######## bit_stream_tx ########
==> bit_stream_tx/congestion_map.png <==
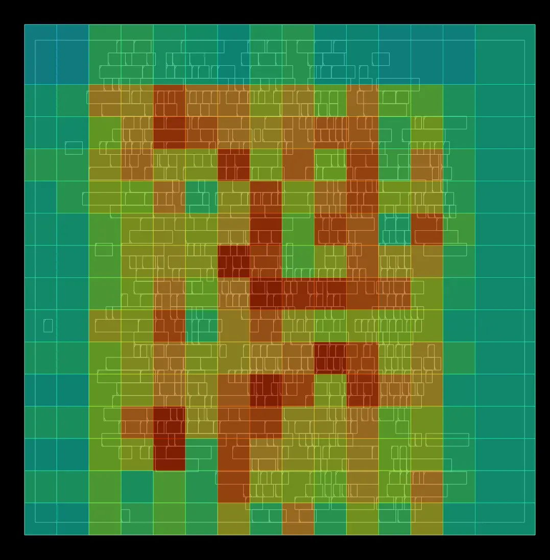

File: config.mk
export PLATFORM = sky130hd
export DESIGN_NAME = bit_stream_tx
export DESIGN_NICKNAME = d
export VERILOG_FILES = /design/src/rtl/bit_stream_tx.sv
export SDC_FILE = /design/constraint.sdc
export NUM_CORES = 1
export LEC_CHECK = 0
export ABC_AREA = 1
export CORE_MARGIN = 2
export CORE_UTILIZATION = 35
export CTS_CLUSTER_SIZE = 30
export DETAILED_ROUTE_END_ITERATION = 8
export GPL_TIMING_DRIVEN = 0
export PLACE_DENSITY = 0.65
export SYNTH_ARGS = -nofsm -noshare
export SYNTH_HDL_FRONTEND = slang
export SYNTH_SLANG_ARGS = --single-unit
File: constraint.sdc
create_clock -name clk_200M -period 2.25 [get_ports clk_200M]
set_input_delay 0.675 -clock clk_200M [delete_from_list [all_inputs] [get_ports clk_200M]]
set_output_delay 0.675 -clock clk_200M [all_outputs]
set_load 0.005 [all_outputs]
File: src/rtl/bit_stream_tx.sv
// Programmable-rate NRZ serializer: valid/ready word intake, alternating preamble
// on each burst start, MSB-first data, every bit exactly max(bit_period,2) cycles.
module bit_stream_tx #(
  parameter int DATA_W        = 8,
  parameter int PERIOD_W      = 16,
  parameter int PREAMBLE_BITS = 16
) (
  input  logic                clk_200M,
  input  logic                rst_n,
  input  logic [PERIOD_W-1:0] bit_period,
  input  logic [DATA_W-1:0]   data_in,
  input  logic                data_valid,
  output logic                data_ready,
  output logic                signal,
  output logic                bit_strobe,
  output logic                busy
);

  localparam int PRE_W = (PREAMBLE_BITS > 0) ? $clog2(PREAMBLE_BITS + 1) : 1;
  localparam int IDX_W = (DATA_W > 1) ? $clog2(DATA_W) : 1;

  localparam logic [PRE_W-1:0]    PRE_LAST   = PRE_W'((PREAMBLE_BITS > 0) ? PREAMBLE_BITS - 1 : 0);
  localparam logic [IDX_W-1:0]    IDX_LAST   = IDX_W'(DATA_W - 1);
  localparam logic [PERIOD_W-1:0] PERIOD_MIN = PERIOD_W'(2);

  localparam logic [1:0] IDLE     = 2'd0;
  localparam logic [1:0] PREAMBLE = 2'd1;
  localparam logic [1:0] DATA     = 2'd2;

  logic [1:0]          state_q, state_d;
  logic [DATA_W-1:0]   hold_q, hold_d;
  logic                hold_full_q, hold_full_d;
  logic [DATA_W-1:0]   shift_q, shift_d;
  logic [PERIOD_W-1:0] period_q, period_d;
  logic [PERIOD_W-1:0] cnt_q, cnt_d;
  logic [IDX_W-1:0]    idx_q, idx_d;
  logic [PRE_W-1:0]    pre_q, pre_d;
  logic                signal_q, signal_d;

  logic bit_end;
  logic load_hold;
  logic bypass;
  logic transfer;

  assign data_ready = !hold_full_q;
  assign transfer   = data_valid && !hold_full_q;
  assign signal     = signal_q;
  assign busy       = (state_q != IDLE);
  assign bit_strobe = busy && (cnt_q == '0);
  assign bit_end    = (cnt_q == period_q - PERIOD_W'(1));

  always_comb begin
    state_d     = state_q;
    hold_d      = hold_q;
    hold_full_d = hold_full_q;
    shift_d     = shift_q;
    period_d    = period_q;
    cnt_d       = cnt_q;
    idx_d       = idx_q;
    pre_d       = pre_q;
    signal_d    = signal_q;
    load_hold   = 1'b0;
    bypass      = 1'b0;

    case (state_q)
      IDLE: begin
        cnt_d    = '0;
        signal_d = 1'b0;
        if (hold_full_q) begin
          period_d = (bit_period < PERIOD_MIN) ? PERIOD_MIN : bit_period;
          if (PREAMBLE_BITS > 0) begin
            state_d  = PREAMBLE;
            pre_d    = '0;
            signal_d = 1'b1;
          end else begin
            state_d   = DATA;
            load_hold = 1'b1;
          end
        end
      end
      PREAMBLE: begin
        cnt_d = bit_end ? '0 : cnt_q + PERIOD_W'(1);
        if (bit_end) begin
          if (pre_q == PRE_LAST) begin
            state_d   = DATA;
            load_hold = 1'b1;
          end else begin
            pre_d    = pre_q + PRE_W'(1);
            signal_d = !signal_q;
          end
        end
      end
      DATA: begin
        cnt_d = bit_end ? '0 : cnt_q + PERIOD_W'(1);
        if (bit_end) begin
          if (idx_q != IDX_LAST) begin
            shift_d  = shift_q << 1;
            signal_d = shift_d[DATA_W-1];
            idx_d    = idx_q + IDX_W'(1);
          end else if (hold_full_q) begin
            load_hold = 1'b1;
          end else if (data_valid) begin
            // Word arriving right at the LSB boundary skips the hold register
            bypass   = 1'b1;
            shift_d  = data_in;
            signal_d = data_in[DATA_W-1];
            idx_d    = '0;
          end else begin
            state_d  = IDLE;
            signal_d = 1'b0;
          end
        end
      end
      default: begin
        state_d  = IDLE;
        signal_d = 1'b0;
        cnt_d    = '0;
      end
    endcase

    if (load_hold) begin
      shift_d     = hold_q;
      signal_d    = hold_q[DATA_W-1];
      idx_d       = '0;
      hold_full_d = 1'b0;
    end

    if (transfer && !bypass) begin
      hold_d      = data_in;
      hold_full_d = 1'b1;
    end
  end

  always_ff @(posedge clk_200M or negedge rst_n) begin
    if (!rst_n) begin
      state_q     <= IDLE;
      hold_q      <= '0;
      hold_full_q <= 1'b0;
      shift_q     <= '0;
      period_q    <= '0;
      cnt_q       <= '0;
      idx_q       <= '0;
      pre_q       <= '0;
      signal_q    <= 1'b0;
    end else begin
      state_q     <= state_d;
      hold_q      <= hold_d;
      hold_full_q <= hold_full_d;
      shift_q     <= shift_d;
      period_q    <= period_d;
      cnt_q       <= cnt_d;
      idx_q       <= idx_d;
      pre_q       <= pre_d;
      signal_q    <= signal_d;
    end
  end

endmodule

######## axi_rd_arbiter ########
## src/rtl/axi_rd_arbiter.sv

```systemverilog
// axi_rd_arbiter: shares one AXI read channel between fetch (0) and dcache fill (1), 8-beat WRAP bursts.
// Define AXI_RD_ARB_ROUND_ROBIN_EN for round-robin ties; default gives requester 1 fixed priority.
module axi_rd_arbiter #(
    parameter int ID_WIDTH   = 13,
    parameter int ADDR_WIDTH = 64,
    parameter int DATA_WIDTH = 64,
    parameter int BURST_LEN  = 8
) (
    input  logic                  clk,
    input  logic                  reset,
    input  logic                  req0_valid,
    input  logic [ADDR_WIDTH-1:0] req0_addr,
    output logic                  req0_ready,
    output logic                  resp0_valid,
    output logic [DATA_WIDTH-1:0] resp0_data,
    output logic                  resp0_last,
    output logic                  resp0_err,
    input  logic                  req1_valid,
    input  logic [ADDR_WIDTH-1:0] req1_addr,
    output logic                  req1_ready,
    output logic                  resp1_valid,
    output logic [DATA_WIDTH-1:0] resp1_data,
    output logic                  resp1_last,
    output logic                  resp1_err,
    output logic [ID_WIDTH-1:0]   m_axi_arid,
    output logic [ADDR_WIDTH-1:0] m_axi_araddr,
    output logic [7:0]            m_axi_arlen,
    output logic [2:0]            m_axi_arsize,
    output logic [1:0]            m_axi_arburst,
    output logic                  m_axi_arlock,
    output logic [3:0]            m_axi_arcache,
    output logic [2:0]            m_axi_arprot,
    output logic                  m_axi_arvalid,
    input  logic                  m_axi_arready,
    input  logic [ID_WIDTH-1:0]   m_axi_rid,
    input  logic [DATA_WIDTH-1:0] m_axi_rdata,
    input  logic [1:0]            m_axi_rresp,
    input  logic                  m_axi_rlast,
    input  logic                  m_axi_rvalid,
    output logic                  m_axi_rready
);
`ifdef AXI_RD_ARB_ROUND_ROBIN_EN
    localparam bit RR = 1'b1;
`else
    localparam bit RR = 1'b0;
`endif
    typedef enum logic [1:0] {IDLE, ADDR, DATA} state_t;
    state_t state, state_next;
    logic grant, last_grant, pick, accept, beat_fire, beat_err;
    logic [2:0] beat;
    logic [ADDR_WIDTH-1:0] addr;
    logic [DATA_WIDTH-1:0] data;

    assign pick = (req0_valid && req1_valid) ? (RR ? ~last_grant : 1'b1) : req1_valid;
    assign accept = reset && state == IDLE && (req0_valid || req1_valid);
    assign beat_fire = m_axi_rvalid && m_axi_rready;
    // A beat is bad if it errors, carries a foreign id, or rlast disagrees with the final-beat position.
    assign beat_err = (m_axi_rresp != 2'b00) || (m_axi_rid != m_axi_arid)
                    || (m_axi_rlast != (beat == 3'(BURST_LEN - 1)));

    assign m_axi_arid    = {{(ID_WIDTH-1){1'b0}}, grant};
    assign m_axi_araddr  = addr & {{(ADDR_WIDTH-3){1'b1}}, 3'b000};
    assign m_axi_arlen   = 8'(BURST_LEN - 1);
    assign m_axi_arsize  = 3'b011;
    assign m_axi_arburst = 2'b10;
    assign m_axi_arlock  = 1'b0;
    assign m_axi_arcache = 4'b0011;
    assign m_axi_arprot  = 3'b000;
    assign resp0_data    = data;
    assign resp1_data    = data;

    always_ff @(posedge clk) begin
        state <= !reset ? IDLE : state_next;
    end

    always_comb begin
        state_next = state;
        case (state)
            IDLE:    state_next = (req0_valid || req1_valid) ? ADDR : IDLE;
            ADDR:    state_next = m_axi_arready ? DATA : ADDR;
            DATA:    state_next = (m_axi_rvalid && m_axi_rlast) ? IDLE : DATA;
            default: state_next = IDLE;
        endcase
    end

    always_comb begin
        req0_ready    = accept && !pick;
        req1_ready    = accept && pick;
        m_axi_arvalid = reset && state == ADDR;
        m_axi_rready  = reset && state == DATA;
    end

    always_ff @(posedge clk) begin
        if (!reset) begin
            grant       <= 1'b0;
            last_grant  <= 1'b1;
            beat        <= '0;
            resp0_valid <= 1'b0;
            resp0_last  <= 1'b0;
            resp0_err   <= 1'b0;
            resp1_valid <= 1'b0;
            resp1_last  <= 1'b0;
            resp1_err   <= 1'b0;
        end else begin
            if (accept) begin
                grant      <= pick;
                last_grant <= pick;
                addr       <= pick ? req1_addr : req0_addr;
                beat       <= '0;
            end else if (beat_fire) begin
                beat <= m_axi_rlast ? 3'd0 : beat + 3'd1;
            end
            if (beat_fire) data <= m_axi_rdata;
            resp0_valid <= beat_fire && !grant;
            resp0_last  <= beat_fire && !grant && m_axi_rlast;
            resp0_err   <= beat_fire && !grant && beat_err;
            resp1_valid <= beat_fire && grant;
            resp1_last  <= beat_fire && grant && m_axi_rlast;
            resp1_err   <= beat_fire && grant && beat_err;
        end
    end
endmodule

```

## config.mk

```make
export PLATFORM = sky130hd
export DESIGN_NAME = axi_rd_arbiter
export DESIGN_NICKNAME = d
export VERILOG_FILES = /design/src/rtl/axi_rd_arbiter.sv
export SDC_FILE = /design/constraint.sdc
export NUM_CORES = 1
export LEC_CHECK = 0
export CORE_AREA = 2 2 174 176
export DETAILED_ROUTE_END_ITERATION = 16
export DIE_AREA = 0 0 176 178
export GPL_TIMING_DRIVEN = 0
export MAX_ROUTING_LAYER = met4
export PLACE_DENSITY = 0.54
export SYNTH_ARGS = -nofsm -noshare
export SYNTH_HDL_FRONTEND = slang
export SYNTH_SLANG_ARGS = --single-unit
```

## constraint.sdc

```tcl
create_clock -name clk -period 6.4 [get_ports clk]
set_clock_uncertainty 0.1 [all_clocks]
set_input_delay 1.28 -clock clk [delete_from_list [all_inputs] [get_ports clk]]
set_output_delay 1.28 -clock clk [all_outputs]
set_load 0.02 [all_outputs]
```

######## player_move_controller ########
`config.mk`:
```
export PLATFORM = sky130hd
export DESIGN_NAME = player_move_controller
export DESIGN_NICKNAME = d
export VERILOG_FILES = /design/src/rtl/maze_pkg.sv /design/src/rtl/move_step_counter.sv /design/src/rtl/player_move_controller.sv
export SDC_FILE = /design/constraint.sdc
export NUM_CORES = 1
export LEC_CHECK = 0
export CAP_MARGIN = 10
export CORE_AREA = 2 2 79 81
export DETAILED_ROUTE_END_ITERATION = 16
export DIE_AREA = 0 0 81 83
export GPL_ROUTABILITY_DRIVEN = 0
export HOLD_SLACK_MARGIN = 0.08
export PLACE_DENSITY = 0.8
export SLEW_MARGIN = 20
export SYNTH_ARGS = -nofsm -noshare
export SYNTH_HDL_FRONTEND = slang
export SYNTH_SLANG_ARGS = --single-unit
export TNS_END_PERCENT = 10
```
`constraint.sdc`:
```
create_clock -name clk -period 3.1 [get_ports clk]
set_input_delay 0.93 -clock clk [delete_from_list [all_inputs] [get_ports clk]]
set_output_delay 0.93 -clock clk [all_outputs]
set_load 0.03 [all_outputs]
```
`src/rtl/maze_pkg.sv`:
```
// Shared maze geometry, direction bit indices and controller FSM encodings.
// Used by player_move_controller and the move detector.
package maze_pkg;

   localparam int ORIGIN_X  = 336;
   localparam int ORIGIN_Y  = 27;
   localparam int CELL_PX   = 16;
   localparam int CENTER_PX = 7;
   localparam int GRID_W    = 32;
   localparam int GRID_H    = 32;

   // Bit positions inside a 4-bit direction vector (dir_req / valid_moves)
   localparam int DIR_RIGHT = 0;
   localparam int DIR_UP    = 1;
   localparam int DIR_DOWN  = 2;
   localparam int DIR_LEFT  = 3;

   // Controller FSM encodings
   localparam logic [1:0] ST_SETTLE = 2'd0;
   localparam logic [1:0] ST_IDLE   = 2'd1;
   localparam logic [1:0] ST_MOVE   = 2'd2;

   // True when exactly one direction bit is set
   function automatic logic is_onehot4(input logic [3:0] v);
      return ($countones(v) == 1);
   endfunction

endpackage

```
`src/rtl/move_step_counter.sv`:
```
// Frame-tick gated step counter: counts 0..CELL_PX-1 on tick_i and raises
// term_o combinationally on the tick that completes the last step.
// clr_i holds the counter at zero while the player is not moving.
module move_step_counter #(
   parameter int CELL_PX = 16
) (
   input  logic clk,
   input  logic rst,
   input  logic clr_i,
   input  logic tick_i,
   output logic term_o
);

   localparam int CW = (CELL_PX > 1) ? $clog2(CELL_PX) : 1;
   localparam logic [CW-1:0] LAST = CW'(CELL_PX - 1);

   logic [CW-1:0] cnt_q, cnt_d;

   assign term_o = tick_i && !clr_i && (cnt_q == LAST);

   // Next count: clear, wrap after the last step, or advance on a tick
   always_comb begin
      cnt_d = cnt_q;
      if (clr_i) begin
         cnt_d = '0;
      end else if (tick_i) begin
         cnt_d = (cnt_q == LAST) ? '0 : cnt_q + 1'b1;
      end
   end

   // Count register
   always_ff @(posedge clk) begin
      if (rst) cnt_q <= '0;
      else     cnt_q <= cnt_d;
   end

endmodule

```
`src/rtl/player_move_controller.sv`:
```
// Player movement controller: SETTLE -> IDLE -> MOVE -> SETTLE.
// In IDLE a single legal, in-grid direction request starts a one-cell move
// that advances one pixel per frame_tick; arrival updates the cell, pulses
// move_done and re-enters SETTLE so the move detector can catch up.
// Optional feature: define MOVE_QUEUE_EN to keep one pending request that
// is captured during MOVE and tried once when the controller reaches IDLE.
//
// Handshake: there is no backpressure. dir_req is only sampled in IDLE
// (and captured into the pending slot during MOVE when MOVE_QUEUE_EN is
// defined); a request is consumed on the cycle it is accepted.
module player_move_controller #(
   parameter int ORIGIN_X   = maze_pkg::ORIGIN_X,
   parameter int ORIGIN_Y   = maze_pkg::ORIGIN_Y,
   parameter int CELL_PX    = maze_pkg::CELL_PX,
   parameter int CENTER_PX  = maze_pkg::CENTER_PX,
   parameter int GRID_W     = maze_pkg::GRID_W,
   parameter int GRID_H     = maze_pkg::GRID_H,
   parameter int START_COL  = 1,
   parameter int START_ROW  = 1,
   parameter int DETECT_LAT = 2
) (
   input  logic        clk,
   input  logic        rst,
   input  logic        frame_tick,
   input  logic [3:0]  dir_req,
   input  logic [3:0]  valid_moves,
   output logic [10:0] display_pos_x,
   output logic [9:0]  display_pos_y,
   output logic [4:0]  cell_col,
   output logic [4:0]  cell_row,
   output logic        moving,
   output logic        move_done,
   output logic [1:0]  state_dbg_o
);
   import maze_pkg::*;

   localparam logic [10:0] RST_X    = 11'(ORIGIN_X + START_COL * CELL_PX + CENTER_PX);
   localparam logic [9:0]  RST_Y    = 10'(ORIGIN_Y + START_ROW * CELL_PX + CENTER_PX);
   localparam logic [4:0]  RST_COL  = 5'(START_COL);
   localparam logic [4:0]  RST_ROW  = 5'(START_ROW);
   localparam logic [7:0]  LAT_LAST = 8'(DETECT_LAT - 1);

   logic [1:0]  state_q, state_d;
   logic [7:0]  settle_q, settle_d;
   logic        entry_q, entry_d;   // first cycle in MOVE: ticks do not count
   logic [3:0]  dir_q, dir_d;
   logic [10:0] x_q, x_d;
   logic [9:0]  y_q, y_d;
   logic [4:0]  col_q, col_d;
   logic [4:0]  row_q, row_d;
   logic        done_q, done_d;
`ifdef MOVE_QUEUE_EN
   logic [3:0]  pend_q, pend_d;
   logic        pend_ok;
`endif

   logic [3:0]  bound_ok;
   logic        live_ok;
   logic        step_tick;
   logic        step_term;

   // Which neighbouring cells lie inside the grid
   always_comb begin
      bound_ok            = '0;
      bound_ok[DIR_RIGHT] = (int'(col_q) < GRID_W - 1);
      bound_ok[DIR_LEFT]  = (col_q != 5'd0);
      bound_ok[DIR_UP]    = (row_q != 5'd0);
      bound_ok[DIR_DOWN]  = (int'(row_q) < GRID_H - 1);
   end

   assign live_ok = is_onehot4(dir_req) && (|(dir_req & valid_moves & bound_ok));
`ifdef MOVE_QUEUE_EN
   assign pend_ok = |(pend_q & valid_moves & bound_ok);
`endif

   assign step_tick = frame_tick && (state_q == ST_MOVE) && !entry_q;

   move_step_counter #(.CELL_PX(CELL_PX)) u_step (
      .clk    (clk),
      .rst    (rst),
      .clr_i  (state_q != ST_MOVE),
      .tick_i (step_tick),
      .term_o (step_term)
   );

   // FSM next state, pixel stepping and cell update on arrival
   always_comb begin
      state_d  = state_q;
      settle_d = settle_q;
      entry_d  = 1'b0;
      dir_d    = dir_q;
      x_d      = x_q;
      y_d      = y_q;
      col_d    = col_q;
      row_d    = row_q;
      done_d   = 1'b0;
`ifdef MOVE_QUEUE_EN
      pend_d   = pend_q;
`endif
      case (state_q)
         ST_SETTLE: begin
            if (settle_q == LAT_LAST) begin
               settle_d = 8'd0;
               state_d  = ST_IDLE;
            end else begin
               settle_d = settle_q + 8'd1;
            end
         end
         ST_IDLE: begin
            if (live_ok) begin
               dir_d   = dir_req;
               state_d = ST_MOVE;
               entry_d = 1'b1;
            end
`ifdef MOVE_QUEUE_EN
            else if (pend_ok) begin
               dir_d   = pend_q;
               state_d = ST_MOVE;
               entry_d = 1'b1;
            end
            pend_d = 4'd0;
`endif
         end
         ST_MOVE: begin
`ifdef MOVE_QUEUE_EN
            if (is_onehot4(dir_req)) pend_d = dir_req;
`endif
            if (step_tick) begin
               if (dir_q[DIR_RIGHT]) x_d = x_q + 11'd1;
               if (dir_q[DIR_LEFT])  x_d = x_q - 11'd1;
               if (dir_q[DIR_UP])    y_d = y_q - 10'd1;
               if (dir_q[DIR_DOWN])  y_d = y_q + 10'd1;
            end
            if (step_term) begin
               if (dir_q[DIR_RIGHT]) col_d = col_q + 5'd1;
               if (dir_q[DIR_LEFT])  col_d = col_q - 5'd1;
               if (dir_q[DIR_UP])    row_d = row_q - 5'd1;
               if (dir_q[DIR_DOWN])  row_d = row_q + 5'd1;
               done_d   = 1'b1;
               settle_d = 8'd0;
               state_d  = ST_SETTLE;
            end
         end
         default: begin
            state_d  = ST_SETTLE;
            settle_d = 8'd0;
         end
      endcase
   end

   // State registers; reset wins over every other input
   always_ff @(posedge clk) begin
      if (rst) begin
         state_q  <= ST_SETTLE;
         settle_q <= 8'd0;
         entry_q  <= 1'b0;
         dir_q    <= 4'd0;
         x_q      <= RST_X;
         y_q      <= RST_Y;
         col_q    <= RST_COL;
         row_q    <= RST_ROW;
         done_q   <= 1'b0;
`ifdef MOVE_QUEUE_EN
         pend_q   <= 4'd0;
`endif
      end else begin
         state_q  <= state_d;
         settle_q <= settle_d;
         entry_q  <= entry_d;
         dir_q    <= dir_d;
         x_q      <= x_d;
         y_q      <= y_d;
         col_q    <= col_d;
         row_q    <= row_d;
         done_q   <= done_d;
`ifdef MOVE_QUEUE_EN
         pend_q   <= pend_d;
`endif
      end
   end

   assign display_pos_x = x_q;
   assign display_pos_y = y_q;
   assign cell_col      = col_q;
   assign cell_row      = row_q;
   assign moving        = (state_q == ST_MOVE);
   assign move_done     = done_q;
   assign state_dbg_o   = state_q;

endmodule

```
######## pc_fetch_predictor ########
**src/rtl/pc_fetch_predictor.sv**
```systemverilog
// Fetch-stage PC register with a direct-mapped BTB of 2-bit saturating counters.
// Lookup is combinational on PCF; training arrives from execute one entry per cycle.
module pc_fetch_predictor #(
  parameter int          ENTRIES  = 16,
  parameter logic [31:0] RESET_PC = 32'h0000_0000
) (
  input  logic        clk,
  input  logic        reset,
  input  logic        stall_f,
  input  logic        redirect_e,
  input  logic [31:0] redirect_pc_e,
  input  logic        update_e,
  input  logic [31:0] update_pc_e,
  input  logic        update_taken_e,
  input  logic [31:0] update_target_e,
  output logic [31:0] PCF,
  output logic [31:0] PCPlus4F,
  output logic        pred_taken_f,
  output logic [31:0] pred_target_f
);
  localparam int IW = $clog2(ENTRIES);
  localparam int TW = 30 - IW;

  // PCs and targets are word addresses internally, so bits [1:0] are zero by construction.
  logic [29:0]                   pc_q, pc_d;
  logic [ENTRIES-1:0]            valid_q, valid_d;
  logic [ENTRIES-1:0][TW-1:0]    tag_q, tag_d;
  logic [ENTRIES-1:0][29:0]      target_q, target_d;
  logic [ENTRIES-1:0][1:0]       ctr_q, ctr_d;

  logic [IW-1:0] idx_f, upd_idx;
  logic          hit_f, upd_hit;
  logic          unused_lsbs;

  assign unused_lsbs = ^{redirect_pc_e[1:0], update_pc_e[1:0], update_target_e[1:0]};

  assign idx_f         = pc_q[IW-1:0];
  assign hit_f         = valid_q[idx_f] && (tag_q[idx_f] == pc_q[29:IW]);
  assign PCF           = {pc_q, 2'b00};
  assign PCPlus4F      = {pc_q + 30'd1, 2'b00};
  assign pred_taken_f  = hit_f && ctr_q[idx_f][1];
  assign pred_target_f = hit_f ? {target_q[idx_f], 2'b00} : PCPlus4F;

  assign upd_idx = update_pc_e[IW+1:2];
  assign upd_hit = valid_q[upd_idx] && (tag_q[upd_idx] == update_pc_e[31:IW+2]);

  always_comb begin
    pc_d = pc_q + 30'd1;
    if (redirect_e)        pc_d = redirect_pc_e[31:2];
    else if (stall_f)      pc_d = pc_q;
    else if (pred_taken_f) pc_d = target_q[idx_f];
  end

  always_comb begin
    valid_d  = valid_q;
    tag_d    = tag_q;
    target_d = target_q;
    ctr_d    = ctr_q;
    if (update_e) begin
      if (upd_hit) begin
        if (update_taken_e) begin
          if (ctr_q[upd_idx] != 2'b11) ctr_d[upd_idx] = ctr_q[upd_idx] + 2'd1;
          target_d[upd_idx] = update_target_e[31:2];
        end else if (ctr_q[upd_idx] != 2'b00) begin
          ctr_d[upd_idx] = ctr_q[upd_idx] - 2'd1;
        end
      end else if (update_taken_e) begin
        // Miss on a taken branch: evict whatever aliases here, start weakly taken.
        valid_d[upd_idx]  = 1'b1;
        tag_d[upd_idx]    = update_pc_e[31:IW+2];
        target_d[upd_idx] = update_target_e[31:2];
        ctr_d[upd_idx]    = 2'b10;
      end
    end
  end

  always_ff @(posedge clk) begin
    if (reset) begin
      pc_q     <= RESET_PC[31:2];
      valid_q  <= '0;
      tag_q    <= '0;
      target_q <= '0;
      ctr_q    <= {ENTRIES{2'b01}};
    end else begin
      pc_q     <= pc_d;
      valid_q  <= valid_d;
      tag_q    <= tag_d;
      target_q <= target_d;
      ctr_q    <= ctr_d;
    end
  end
endmodule

```
**config.mk**
```make
export PLATFORM = sky130hd
export DESIGN_NAME = pc_fetch_predictor
export DESIGN_NICKNAME = d
export VERILOG_FILES = /design/src/rtl/pc_fetch_predictor.sv
export SDC_FILE = /design/constraint.sdc
export NUM_CORES = 2
export LEC_CHECK = 0
export CAP_MARGIN = 20
export CORE_AREA = 10 10 298 300
export DETAILED_ROUTE_END_ITERATION = 7
export DIE_AREA = 0 0 308 310
export HOLD_SLACK_MARGIN = 0.06
export PLACE_DENSITY = 0.79
export SETUP_SLACK_MARGIN = 0.05
export SKIP_CTS_REPAIR_TIMING = 1
export SYNTH_ARGS = -nofsm -noshare
export SYNTH_HDL_FRONTEND = slang
export SYNTH_SLANG_ARGS = --single-unit
```
**constraint.sdc**
```tcl
create_clock -name clk -period 6.12 [get_ports clk]
set_input_delay 0.918 -clock clk [delete_from_list [all_inputs] [get_ports clk]]
set_output_delay 0.918 -clock clk [all_outputs]
set_load 0.02 [all_outputs]
```
==> bit_stream_tx/ff_map.png <==
Scale: 4 px per um. Other sequential cells in the stronger grey, the rest of the logic in the fainter grey.
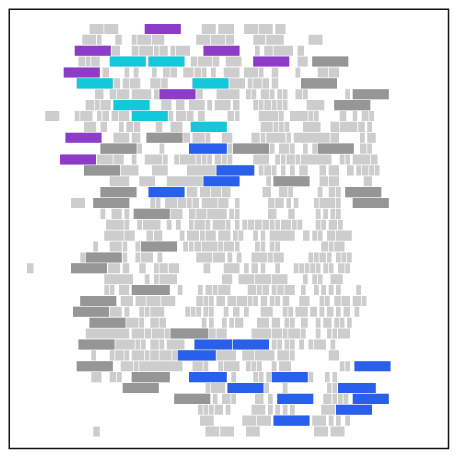
colour	netlist name	flops
blue	period_q	16
cyan	shift_q	7
purple	hold_q	8
not coloured	28
Flop+latch power: 1.19 mW
fraction of area in registers: 29.50%

About bit_stream_tx/congestion_map.png:
Top Usage Layer GRT: met2
met1 Usage GRT: 23.70%
Total GRT Usage: 18.10%
GRT met3 Usage: 4.386%

==> flow_metrics.env, bit_stream_tx <==
# implementation run metrics
export IMPL_status="complete, but fails checks"
export IMPL_violations="negative setup slack"
export IMPL_cts_resized=38
export IMPL_cp_max_fo=6
export IMPL_timing_critical_path_mode_cell="nor2_4"
export IMPL_power_mw=2.740
export IMPL_setup_viol=5
export IMPL_finalClockPeriodUsage_pct=100.4
export IMPL_fin_ws_ns=-0.008987
export IMPL_clk_pin_slew_worst_paths_ns=0.07
export IMPL_signal_buffers=64
export IMPL_nNonClkInverters=65
export IMPL_synth_cell_types=39
export IMPL_reg2reg_slack_ns=-0.009
export IMPL_grt_max_degree=40
export IMPL_clk_latency_ns=0.35
export IMPL_numCtsBuffers=9
export IMPL_pre_cts_ws_ns=-0.4448
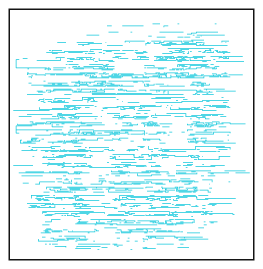
(player_move_controller/m1.png)
Scale: 3 px per um.
share of all routed wire	47%
main direction	horizontal
wire length on this layer	3330 um
nets with wire on the layer	424
Vias: 2846
final WL: 7037 um

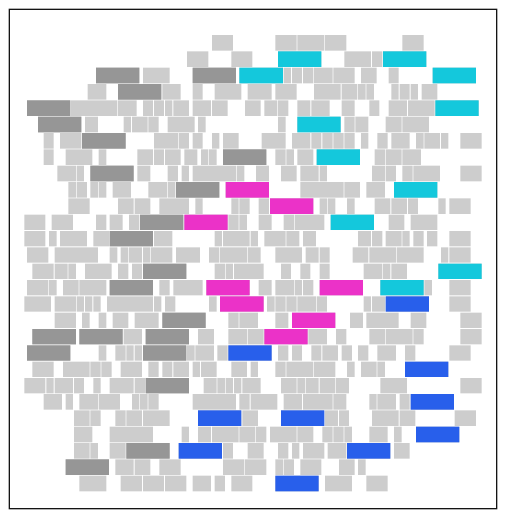
(player_move_controller/ff_map.png)
Scale: 6 px per um. Other sequential cells in the stronger grey, the rest of the logic in the fainter grey.
colour	netlist name	flops
cyan	display_pos_x	11
magenta	settle_q	8
blue	display_pos_y	10
fraction of area in registers: 26.53%
Layout Utilization: 66.18%
Flop+latch power: 0.707 mW

==> flow_metrics.env, player_move_controller <==
# implementation run metrics
export IMPL_hp_class="reg -> reg"
export IMPL_clockRootBuffer="clkbuf_8"
export IMPL_syn_num_nets=415
export IMPL_placed_area_um2=3737
export IMPL_power_top_group="sequential cells"
export IMPL_cp_start_kind="input pin"
export IMPL_fin_cells=500
export IMPL_antenna_found_initial=0
export IMPL_ys_sh_simple_pct=20.91
export IMPL_synth_area_leader_cell="dfxtp_1"
export IMPL_io_pin_count=46
export IMPL_status="finished, final reports clean"
export IMPL_placeableCoreArea_um2=5816
export IMPL_yosys_area_um2=3172
export IMPL_drc=0
export IMPL_met3_length_um=234
export IMPL_avgSynthCellArea_um2=8.549
export IMPL_grt_pass1_vias=2701
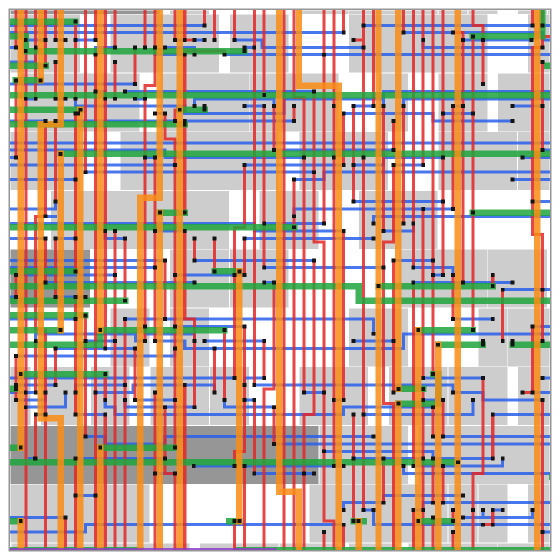
(pc_fetch_predictor/closeup.png)
Region (218, 220) to (243, 245) um. Cells in grey, sequential cells in the stronger grey; small squares are vias.
colour	layer
purple	M5
orange	M4
blue	M1
green	M3
red	M2
netlist names of flops here include	tag_q (3)
sequential cells in the window	3
cells with their middle in the window	48
most frequent	buf_4 (10), nand2_1 (4), nand3_1 (4)

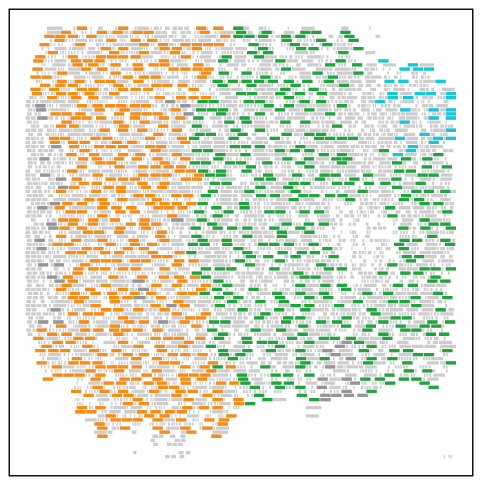
(pc_fetch_predictor/ff_map.png)
Scale: 1.5 px per um. Other sequential cells in the stronger grey, the rest of the logic in the fainter grey.
colour	netlist name	flops
orange	target_q	480
cyan	ctr_q	32
green	tag_q	416
not coloured	46
sequential cell area: 19510 um2
Layout Utilization: 66.32%

==> flow_metrics.env, pc_fetch_predictor <==
# implementation run metrics
export IMPL_place_congestion=0.9424
export IMPL_clockRootBuffer="clkbuf_16"
export IMPL_n_antenna_cell=21
export IMPL_comb_share_pct=49.23
export IMPL_reg2regPathDepth=12
export IMPL_violations="design-rule violations, negative setup slack"
export IMPL_use_met1_pct=46.83
export IMPL_ys_top_logic_family="multiplexers"
export IMPL_setup_viol=4
export IMPL_power_leakage_nw=17.89
export IMPL_yosys_area_um2=49140
export IMPL_grt_util_met2_pct=54.88
export IMPL_ys_sh_mux_pct=20.63
export IMPL_comb_power_share_pct=9.3
export IMPL_clockNetworkAreaShare_pct=6.345
export IMPL_grt_max_degree=191
export IMPL_hold_ws_ns=0.4517
export IMPL_numClockSinks=974
export IMPL_netlist_instances=5616
export IMPL_timing_max_cap_violations=0
export IMPL_min_period_ns=6.131
export IMPL_grt_pass1_wl_um=278200
export IMPL_fin_ws_ns=-0.01080
export IMPL_drc=2
export IMPL_die_width_um=308
export IMPL_nonClkBufAreaFrac_pct=6.106
export IMPL_antenna_found_initial=25
export IMPL_status="complete, but fails checks"
export IMPL_seq_cell_share_pct=35.49
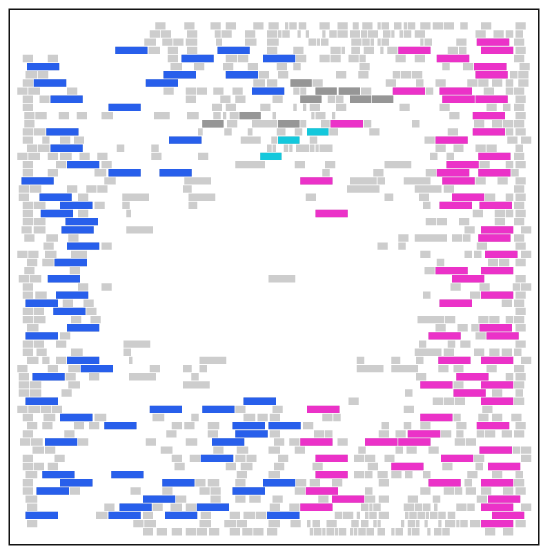
(axi_rd_arbiter/ff_map.png)
Scale: 3 px per um. Other sequential cells in the stronger grey, the rest of the logic in the fainter grey.
colour	netlist name	flops
cyan	beat	3
blue	addr	61
magenta	resp0_data	64
Flop+latch power: 1.04 mW
sequential cell area: 3994 um2
Layout Utilization: 37.78%
fraction of area in registers: 35.95%

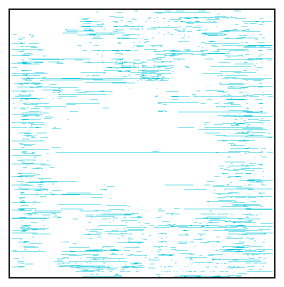
(axi_rd_arbiter/m1.png)
Scale: 1.5 px per um.
nets with wire on the layer	851
wire length on this layer	7540 um
main direction	horizontal
share of all routed wire	38%
longest straight run	108 um
met1 Usage GRT: 13.53%
final WL: 19940 um
Vias: 4348

==> flow_metrics.env, axi_rd_arbiter <==
# implementation run metrics
export IMPL_netlist_instances=348
export IMPL_hold_ws_ns=0.3617
export IMPL_largest_reg_flops=64
export IMPL_drc=0
export IMPL_synth_area_leader_cell="edfxtp_1"
export IMPL_avgSynthCellArea_um2=16.60
export IMPL_status="finished, final reports clean"
export IMPL_slowest_delay_ns=0.75
export IMPL_postCtsSetupRepairBufs=0
export IMPL_syn_to_final_growth_pct=92.27
export IMPL_routed_top_layer="met4"
export IMPL_comb_share_pct=9.888
export IMPL_critPathBufInv=2
export IMPL_hpwl_um=16000
export IMPL_min_period_ns=4.849
export IMPL_p_per_area_nw_per_um2=218.0
export IMPL_finalClockPeriodUsage_pct=75.76
export IMPL_first_iter_violations=136


==> layout pictures side by side <==
Zoomed window.
picture 1
Region (48, 50) to (73, 75) um. Cells in grey, sequential cells in the stronger grey; small squares are vias.
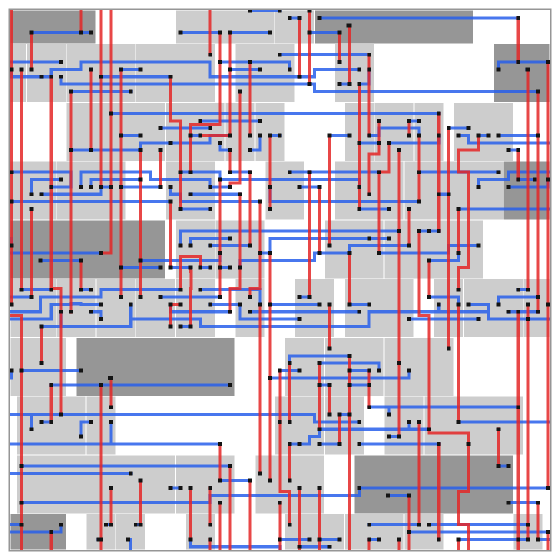
picture 2
Region (120, 121) to (145, 146) um. Cells in grey, sequential cells in the stronger grey; small squares are vias.
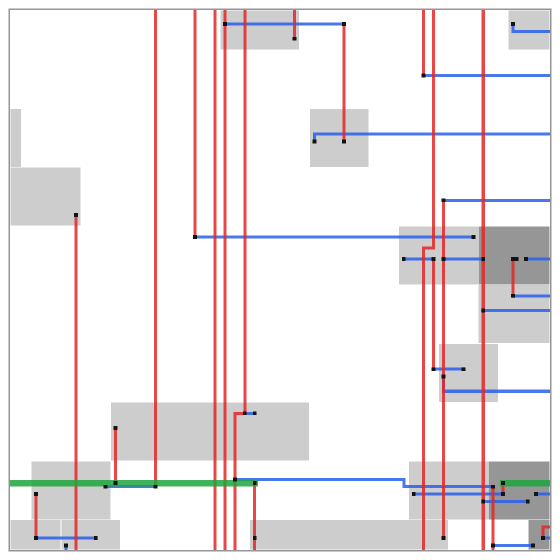
picture 3
Region (70, 70) to (95, 95) um. Cells in grey, sequential cells in the stronger grey; small squares are vias.
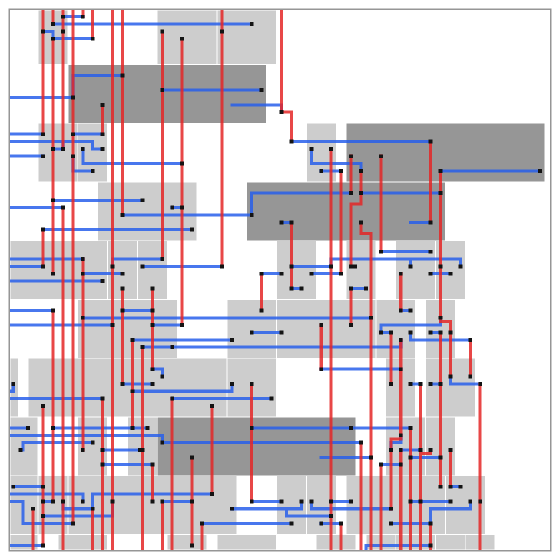
| picture | from |
|---|---|
| picture 1 | player_move_controller |
| picture 3 | bit_stream_tx |
| picture 2 | axi_rd_arbiter |

Key to picture 3:
colour	layer
red	M2
blue	M1
netlist names of flops here include	pre_q (3), state_q (1)
cells with their middle in the window	39
most frequent	nand2_1 (9), ha_1 (5), dfrtp_1 (4)
sequential cells in the window	4


## Gallery

Gate families picked out.
image #1
Scale: 1.5 px per um.
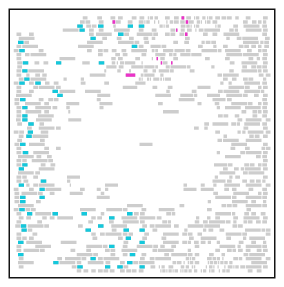
image #2
Scale: 2 px per um.
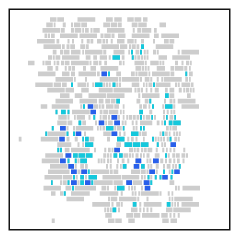
image #3
Scale: 3 px per um.
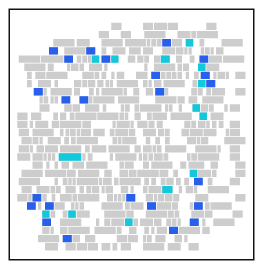
bit_stream_tx -> image #2
player_move_controller -> image #3
axi_rd_arbiter -> image #1
Of these, fewest cells: image #3
Of these, most cells: image #1

Key to image #1:
colour	family	cells
cyan	mux cells	61
magenta	nor cells	9

No activity file was given, so power comes from the tool's default toggle rates.
